=== block 1 ===
**Block 1: metal 4**

Cells faint in the background.
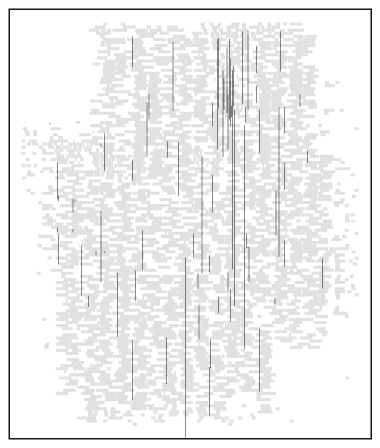
**Block 1: the metal 1 layer**

Cells faint in the background.
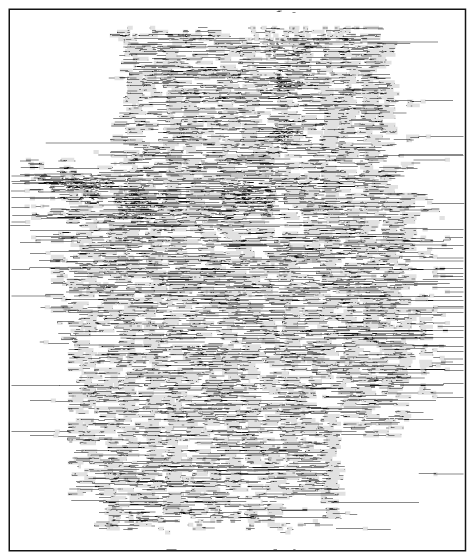
**Block 1: track usage over the die**

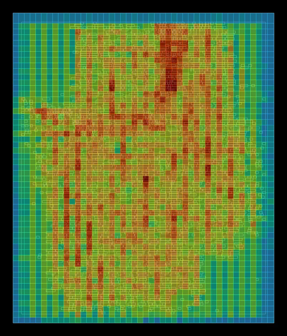
==> config.mk <==
export PLATFORM = sky130hd
export DESIGN_NAME = kgp_trace_buf
export DESIGN_NICKNAME = d
export VERILOG_FILES = /design/src/rtl/kgp_trace_buf.sv
export SDC_FILE = /design/constraint.sdc
export NUM_CORES = 1
export LEC_CHECK = 0
export CAP_MARGIN = 20
export CORE_ASPECT_RATIO = 1.2
export CORE_MARGIN = 10
export CORE_UTILIZATION = 40
export CTS_CLUSTER_DIAMETER = 150
export DETAILED_ROUTE_END_ITERATION = 8
export GPL_ROUTABILITY_DRIVEN = 0
export SETUP_SLACK_MARGIN = 0.3
export SLEW_MARGIN = 10
export SYNTH_ARGS = -nofsm -noshare
export SYNTH_HDL_FRONTEND = slang
export SYNTH_SLANG_ARGS = --single-unit
==> constraint.sdc <==
create_clock -name clk -period 14.1 [get_ports clk]
set_input_delay 4.23 -clock clk [delete_from_list [all_inputs] [get_ports clk]]
set_output_delay 4.23 -clock clk [all_outputs]
set_load 0.01 [all_outputs]
==> src/rtl/kgp_trace_buf.sv <==
`default_nettype none
// +-----------------------------------------------------------------------+
// | Module  : kgp_trace_buf                                               |
// | Purpose : Triggered trace buffer. It captures {instruction, routa}    |
// |           pairs into a FIFO. Capture starts on arm, stops POST samples |
// |           after a masked trigger match, and the oldest entry can be   |
// |           popped at any time. MODE selects stop-when-full or          |
// |           circular overwrite.                                         |
// | Rev     : 1.0  initial release                                        |
// +-----------------------------------------------------------------------+
module kgp_trace_buf #(
  parameter int DATA_W = 32,
  parameter int DEPTH  = 16,
  parameter int MODE   = 0,
  parameter int POST   = 4
) (
  input  logic                       clk,
  input  logic                       reset,
  input  logic [DATA_W-1:0]          instruction,
  input  logic [DATA_W-1:0]          routa,
  input  logic                       cap_en,
  input  logic                       arm,
  input  logic                       clr,
  input  logic [DATA_W-1:0]          trig_val,
  input  logic [DATA_W-1:0]          trig_mask,
  input  logic                       rd_req,
  output logic                       rd_valid,
  output logic [DATA_W-1:0]          rd_instr,
  output logic [DATA_W-1:0]          rd_data,
  output logic [$clog2(DEPTH):0]     count,
  output logic                       full,
  output logic                       empty,
  output logic                       overflow,
  output logic [1:0]                 state,
  output logic                       triggered
);

  localparam int AW = $clog2(DEPTH);
  localparam int CW = AW + 1;
  localparam logic [CW-1:0] FULL_CNT = CW'(DEPTH);

  typedef enum logic [1:0] {
    IDLE    = 2'd0,
    ARMED   = 2'd1,
    POSTCAP = 2'd2,
    DONE    = 2'd3
  } state_t;

  state_t            cur_state, nxt_state;
  logic [DATA_W-1:0] mem_instr [DEPTH];
  logic [DATA_W-1:0] mem_data  [DEPTH];
  logic [AW-1:0]     wr_ptr, rd_ptr, post_cnt;
  logic [CW-1:0]     cnt;
  logic              capture, trig_hit, pop, is_full;
  logic              do_write, do_overwrite, do_drop;

  // Capture qualification, trigger match and full-buffer handling.
  always_comb begin
    is_full      = (cnt == FULL_CNT);
    capture      = !clr && cap_en && (cur_state == ARMED || cur_state == POSTCAP);
    trig_hit     = capture && (cur_state == ARMED) &&
                   ((instruction & trig_mask) == (trig_val & trig_mask));
    pop          = !clr && rd_req && (cnt != '0);
    // A pop in the same cycle frees a slot, so a full buffer only
    // drops or overwrites when nothing is read out.
    do_write     = capture && (!is_full || pop || (MODE != 0));
    do_overwrite = capture && is_full && !pop && (MODE != 0);
    do_drop      = capture && is_full && !pop && (MODE == 0);
  end

  // Next-state logic for the capture sequencer.
  always_comb begin
    nxt_state = cur_state;
    case (cur_state)
      IDLE, DONE: if (arm) nxt_state = ARMED;
      ARMED:      if (trig_hit) nxt_state = (POST == 0) ? DONE : POSTCAP;
      POSTCAP:    if (capture && post_cnt == AW'(1)) nxt_state = DONE;
      default:    nxt_state = IDLE;
    endcase
    if (clr) nxt_state = IDLE;
  end

  // State register.
  always_ff @(posedge clk or negedge reset) begin
    if (!reset) cur_state <= IDLE;
    else        cur_state <= nxt_state;
  end

  // Sample storage; no reset needed since the pointers and count gate reads.
  always_ff @(posedge clk) begin
    if (do_write) begin
      mem_instr[wr_ptr] <= instruction;
      mem_data[wr_ptr]  <= routa;
    end
  end

  // Pointers, occupancy, sticky flags, post counter and read port.
  always_ff @(posedge clk or negedge reset) begin
    if (!reset) begin
      wr_ptr    <= '0;
      rd_ptr    <= '0;
      cnt       <= '0;
      post_cnt  <= '0;
      overflow  <= 1'b0;
      triggered <= 1'b0;
      rd_valid  <= 1'b0;
      rd_instr  <= '0;
      rd_data   <= '0;
    end else if (clr) begin
      wr_ptr    <= '0;
      rd_ptr    <= '0;
      cnt       <= '0;
      post_cnt  <= '0;
      overflow  <= 1'b0;
      triggered <= 1'b0;
      rd_valid  <= 1'b0;
    end else begin
      if (do_write) wr_ptr <= wr_ptr + 1'b1;
      // An overwrite discards the oldest entry, same pointer move as a pop.
      if (pop || do_overwrite) rd_ptr <= rd_ptr + 1'b1;
      if (do_write && !pop && !do_overwrite) cnt <= cnt + 1'b1;
      else if (pop && !do_write)             cnt <= cnt - 1'b1;
      if (do_drop || do_overwrite) overflow <= 1'b1;
      if (arm && (cur_state == IDLE || cur_state == DONE)) triggered <= 1'b0;
      else if (trig_hit)                                   triggered <= 1'b1;
      if (trig_hit)                              post_cnt <= AW'(POST);
      else if (cur_state == POSTCAP && capture)  post_cnt <= post_cnt - 1'b1;
      rd_valid <= pop;
      if (pop) begin
        rd_instr <= mem_instr[rd_ptr];
        rd_data  <= mem_data[rd_ptr];
      end
    end
  end

  assign count = cnt;
  assign full  = is_full;
  assign empty = (cnt == '0);
  assign state = cur_state;

endmodule
`default_nettype wire
==> flow_metrics.py <==
# Generated from Yosys and OpenROAD reports
metrics = {
    "synthesis": {
        "synth-edff-count": 1024,
        "yosysUniqueCellTypes": 43,
        "synthSimpleGateAreaFrac_pct": 1.223,
    },
    "final_timing": {
        "min_period_over_period_pct": 52.05,
        "setup_tns_ps": 0,
    },
    "pwr": {
        "switching_share_pct": 25.09,
    },
    "outcome": {
        "status": "complete, no violations",
    },
    "floorplan": {
        "die_width_um": 318.5,
    },
    "min_path": {
        "hp-class": "flop to flop",
        "hold_path_depth": 1,
        "holdPathEnd": "rd_data[13]",
    },
    "setup_path": {
        "cp-end-kind": "flop",
        "cpMaxStageDelayCell": "buf_4",
    },
    "global_routing": {
        "grt_use_total_pct": 17.10,
    },
    "clocking": {
        "clk_pin_slew_ps": 60,
        "postCtsResizedCells": 0,
    },
    "detailed_routing": {
        "drc_errors": 0,
    },
}
Notes on 'metal 4' of block 1 above:
wire length on this layer: 2950 um
main direction: vertical

Notes on 'the metal 1 layer' of block 1 above:
main direction: horizontal
longest straight run: 119 um
share of all routed wire: 40%
nets with wire on the layer: 2135
wire length on this layer: 42.0 mm

Notes on 'track usage over the die' of block 1 above:
fin util: 47.09%
GR Util met1: 22.24%
grt met3 use: 3.398%
DR WL/cell: 29.24 um

area by class of cell:
type                       instances  area, um^2  area share (%)
antenna                            1       2.502        0.005003
clock buffer                     146        2873           5.743
clock inverter                    52       583.1           1.166
inverter                          17       63.81          0.1276
multi-input combinational        589        9399           18.79
sequential                      1110       32920           65.81
tap                             1396        1747           3.492
timing repair buffer             249        2435           4.868
flip-flops by register name, indices dropped and copies added, names as in the netlist, 2 cells and up:
register	cells
mem_data	512
mem_instr	512
rd_data	32
rd_instr	32
count	5
post_cnt	4
rd_ptr	4
wr_ptr	4
state	2
metal layers:
metal,GRT usage [%],up-vias,share of wire [%]
met5,0,-,0.073
met4,5.225,12,2.8
met3,3.398,166,5.9
met2,28.87,609,51
met1,22.24,10740,40
li1,-,8200,-
worst max path at each step:
| stage | to | slack, ps |
|---|---|---|
| 6_report | mem_instr[15][0] | 6760 |
| 5_1_grt | mem_instr[15][0] | 6570 |
| 4_1_cts | mem_instr[15][1] | 6770 |
| 3_5_place_dp | mem_instr[15][28] | 6050 |
| 3_3_place_gp | mem_instr[14][0] | 6140 |
| 2_1_floorplan | mem_data[3][0] | 2490 |

=== block 2 ===
===== config.mk =====
export PLATFORM = sky130hd
export DESIGN_NAME = clk_period_meter
export DESIGN_NICKNAME = d
export VERILOG_FILES = /design/src/rtl/clk_period_meter.sv
export SDC_FILE = /design/constraint.sdc
export NUM_CORES = 1
export LEC_CHECK = 0
export CORE_UTILIZATION = 49
export DETAILED_ROUTE_END_ITERATION = 6
export GPL_TIMING_DRIVEN = 0
export PLACE_DENSITY = 0.83
export SYNTH_ARGS = -nofsm -noshare
export SYNTH_HDL_FRONTEND = slang
export SYNTH_SLANG_ARGS = --single-unit

===== constraint.sdc =====
create_clock -name clk_i -period 2.1 [get_ports clk_i]
set_clock_uncertainty 0.15 [all_clocks]
set_input_delay 0.42 -clock clk_i [delete_from_list [all_inputs] [get_ports clk_i]]
set_output_delay 0.42 -clock clk_i [all_outputs]
set_load 0.02 [all_outputs]

===== src/rtl/clk_period_meter.sv =====
// clk_period_meter: synchronises a slow square wave into the clk domain, emits a tick per
// rising edge and reports the number of clk cycles between consecutive rising edges.
module clk_period_meter #(
  parameter int unsigned        CNT_W      = 24,
  parameter logic [CNT_W-1:0]   MAX_PERIOD = CNT_W'(2_000_000)
) (
  input  logic             clk_i,
  input  logic             rst_i,
  input  logic             en_i,
  input  logic             sig_in_i,
  output logic             tick_o,
  output logic [CNT_W-1:0] period_o,
  output logic             period_valid_o,
  output logic             locked_o,
  output logic             timeout_o,
  output logic [1:0]       state_o
);

  // Valid semantics: period_valid_o is a one-cycle strobe with no back-pressure; period_o
  // changes only in a cycle where period_valid_o is high, or at reset.

  localparam logic [1:0] ST_IDLE = 2'd0;
  localparam logic [1:0] ST_ARM  = 2'd1;
  localparam logic [1:0] ST_MEAS = 2'd2;

  logic             s1_q, s2_q, s3_q;
  logic             rise;
  logic             tick_q;
  logic [1:0]       state_q, state_d;
  logic [CNT_W-1:0] cnt_q, cnt_d;
  logic [CNT_W-1:0] period_q, period_d;
  logic             valid_q, valid_d;
  logic             locked_q, locked_d;
  logic             timeout_q, timeout_d;

  // s1 is the metastability-catching stage; edges are detected one stage further on
  assign rise = s2_q & ~s3_q;

  always_comb begin
    state_d   = state_q;
    cnt_d     = cnt_q;
    period_d  = period_q;
    valid_d   = 1'b0;
    locked_d  = locked_q;
    timeout_d = 1'b0;
    if (!en_i) begin
      state_d  = ST_IDLE;
      locked_d = 1'b0;
      cnt_d    = '0;
    end else begin
      case (state_q)
        ST_IDLE: state_d = ST_ARM;
        ST_ARM: begin
          if (rise) begin
            state_d = ST_MEAS;
            cnt_d   = CNT_W'(1);
          end
        end
        ST_MEAS: begin
          // An edge landing exactly on the limit is still a valid period
          if (rise) begin
            period_d = cnt_q;
            valid_d  = 1'b1;
            locked_d = 1'b1;
            cnt_d    = CNT_W'(1);
          end else if (cnt_q == MAX_PERIOD) begin
            timeout_d = 1'b1;
            locked_d  = 1'b0;
            state_d   = ST_ARM;
          end else begin
            cnt_d = cnt_q + CNT_W'(1);
          end
        end
        default: state_d = ST_IDLE;
      endcase
    end
  end

  always_ff @(posedge clk_i) begin
    if (rst_i) begin
      s1_q      <= 1'b0;
      s2_q      <= 1'b0;
      s3_q      <= 1'b0;
      tick_q    <= 1'b0;
      state_q   <= ST_IDLE;
      cnt_q     <= '0;
      period_q  <= '0;
      valid_q   <= 1'b0;
      locked_q  <= 1'b0;
      timeout_q <= 1'b0;
    end else begin
      s1_q      <= sig_in_i;
      s2_q      <= s1_q;
      s3_q      <= s2_q;
      tick_q    <= rise;
      state_q   <= state_d;
      cnt_q     <= cnt_d;
      period_q  <= period_d;
      valid_q   <= valid_d;
      locked_q  <= locked_d;
      timeout_q <= timeout_d;
    end
  end

  assign tick_o         = tick_q;
  assign period_o       = period_q;
  assign period_valid_o = valid_q;
  assign locked_o       = locked_q;
  assign timeout_o      = timeout_q;
  assign state_o        = state_q;

endmodule


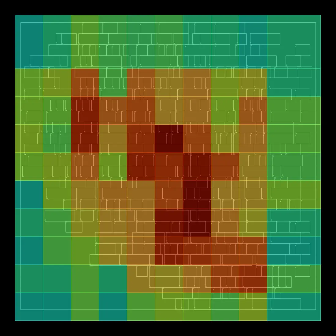
**Above:** block 2 (track usage over the die).
DR WL/cell: 15.93 um
GR Util met1: 31.63%
grt met3 use: 7.275%
fin util: 69.52%

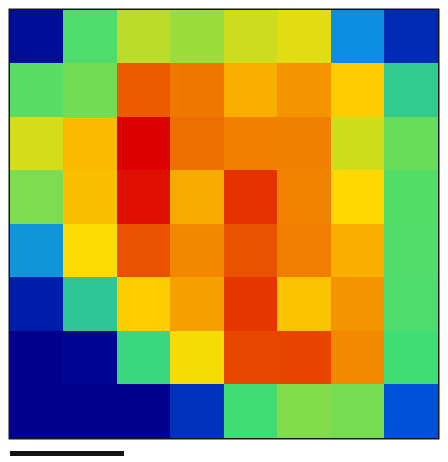
**Above:** block 2 (placement density heat map).
Bar = 20 um. 8 x 8 tiles, from dark blue (low) to red (high), 0 to 100% covered.
nearly empty tiles: 7.8%
emptiest ninth of the die: lower left
tiles over 75% full: 45%
densest ninth of the die: centre
fullest tile: 100%

==> flow_metrics.py <==
# Generated from Yosys and OpenROAD reports
metrics = {
    "final_timing": {
        "drv_slew": 0,
        "setup_viol": 2,
        "setup_tns_ps": -62.61,
        "timing.final.ws_setup_ps": -53.06,
        "rsz0062_at_grt": "true",
    },
    "clocking": {
        "htree_levels": 3,
        "clk_latency_ps": 340,
        "clock_sinks": 57,
        "cts_tree": "done",
        "cts_buffers": 9,
    },
    "synthesis": {
        "ys_warn_count": 0,
        "synthesis.nets": 317,
        "netlist_area_um2": 2633,
        "ys_sh_adder_pct": 0.9506,
        "syn_avg_cell_area_um2": 8.465,
        "yosys_cells": 311,
        "synth_top_area_share_pct": 43.35,
    },
    "floorplan": {
        "io_pins": 34,
        "dieHeight_um": 75.30,
        "tapCellCount": 70,
        "fp_util_pct": 51.22,
        "chipArea_um2": 5669,
    },
    "global_routing": {
        "antenna_found_initial": 0,
        "grt_max_degree": 11,
        "grt_overflow": 0,
        "grt_use_total_pct": 25.67,
    },
    "setup_path": {
        "rrSetupSlack_ps": -50,
        "worstPathArrival_ps": 2270,
        "worstPathCellList": "buf_4 > buf_4 > nand2_2 > nor4_4 > buf_4 > nand3_2 > or4_1 > a21oi_1",
        "path_class": "flop to flop",
        "cp.depth": 8,
    },
    "final_layout": {
        "final_cell_mix": "nand2_1 (66), dfxtp_1 (50), clkdlybuf4s50_1 (32)",
        "layout_top_cell": "nand2_1",
        "seqCellArea_um2": 1155,
    },
    "pwr": {
        "powerSeq_mw": 1.09,
        "powerComb_uw": 74.8,
        "top_power_group": "registers",
        "peakVddDrop_mv": 0.3667,
        "p_int_mw": 1.628,
    },
    "outcome": {
        "violations": "setup timing",
        "status": "finished with violations",
    },
    "job": {
        "tool_warnings": 28,
    },
    "detailed_routing": {
        "drc_errors": 0,
    },
}
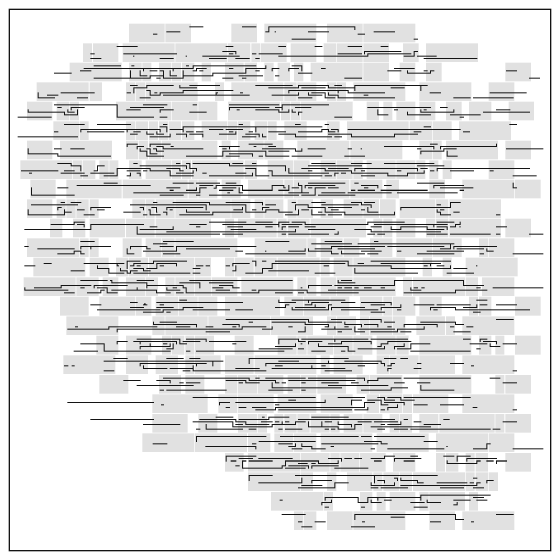
**Above:** block 2 (the metal 1 layer).
Cells faint in the background.
nets with wire on the layer: 348
main direction: horizontal
longest straight run: 19.8 um
share of all routed wire: 43%
wire length on this layer: 3050 um

sequential cells by signal, summed over array words and instances (netlist names):
signal,cells
cnt_q,24
period_o,24
state_o,2
locked_o,1
period_valid_o,1
s1_q,1
s2_q,1
s3_q,1
tick_o,1
timeout_o,1
worst min-delay path by stage:
stage | from | end | slack [ps] | cells after the start
floorplan | s3_q | tick_o | 260 | 1
global placement | s3_q | tick_o | 270 | 1
detailed placement | s3_q | tick_o | 280 | 1
CTS | s1_q | s2_q | 300 | 1
global route | s1_q | s2_q | 330 | 1
finish | s1_q | s2_q | 290 | 1
per-stage QoR:
| step | hold slack, ps | utilization [%] | power, mW | instances |
|---|---|---|---|---|
| floorplan | 255.9 | - | 1.151 | 311 |
| global placement | 271.2 | 59.35 | 1.172 | 414 |
| detailed placement | 276.6 | 59.35 | 1.174 | 414 |
| CTS | 295.7 | 65.99 | 2.115 | 438 |
| global route | 327.4 | 69.52 | 2.182 | 444 |
| finish | 291.5 | 69.52 | 2.108 | 444 |
metal layers:
metal  routed length, um  share of wire, %
met5                   0                 0
met4                 149               2.1
met3                 408               5.8
met2                3465                49
met1                3052                43


## Gallery

Met2 routing.
shot_01.png
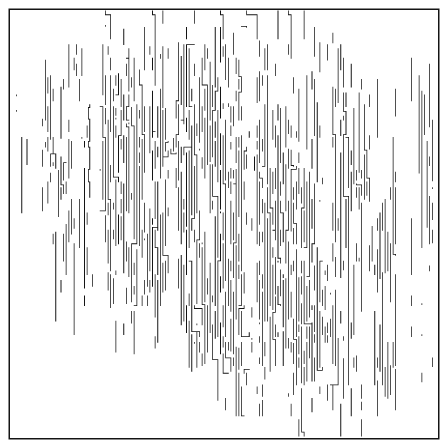
shot_02.png
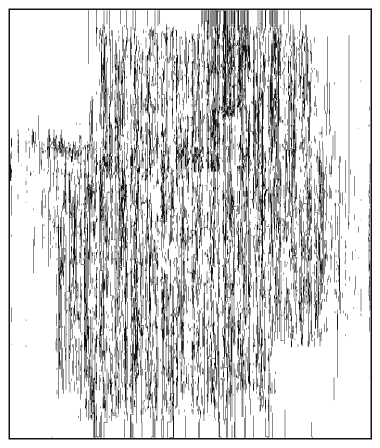
shot_01.png -> block 2
shot_02.png -> block 1

Key to shot_02.png:
wire length on this layer: 52.9 mm
nets with wire on the layer: 2056
main direction: vertical
share of all routed wire: 51%
longest straight run: 199 um

No activity file was given, so power comes from the tool's default toggle rates.
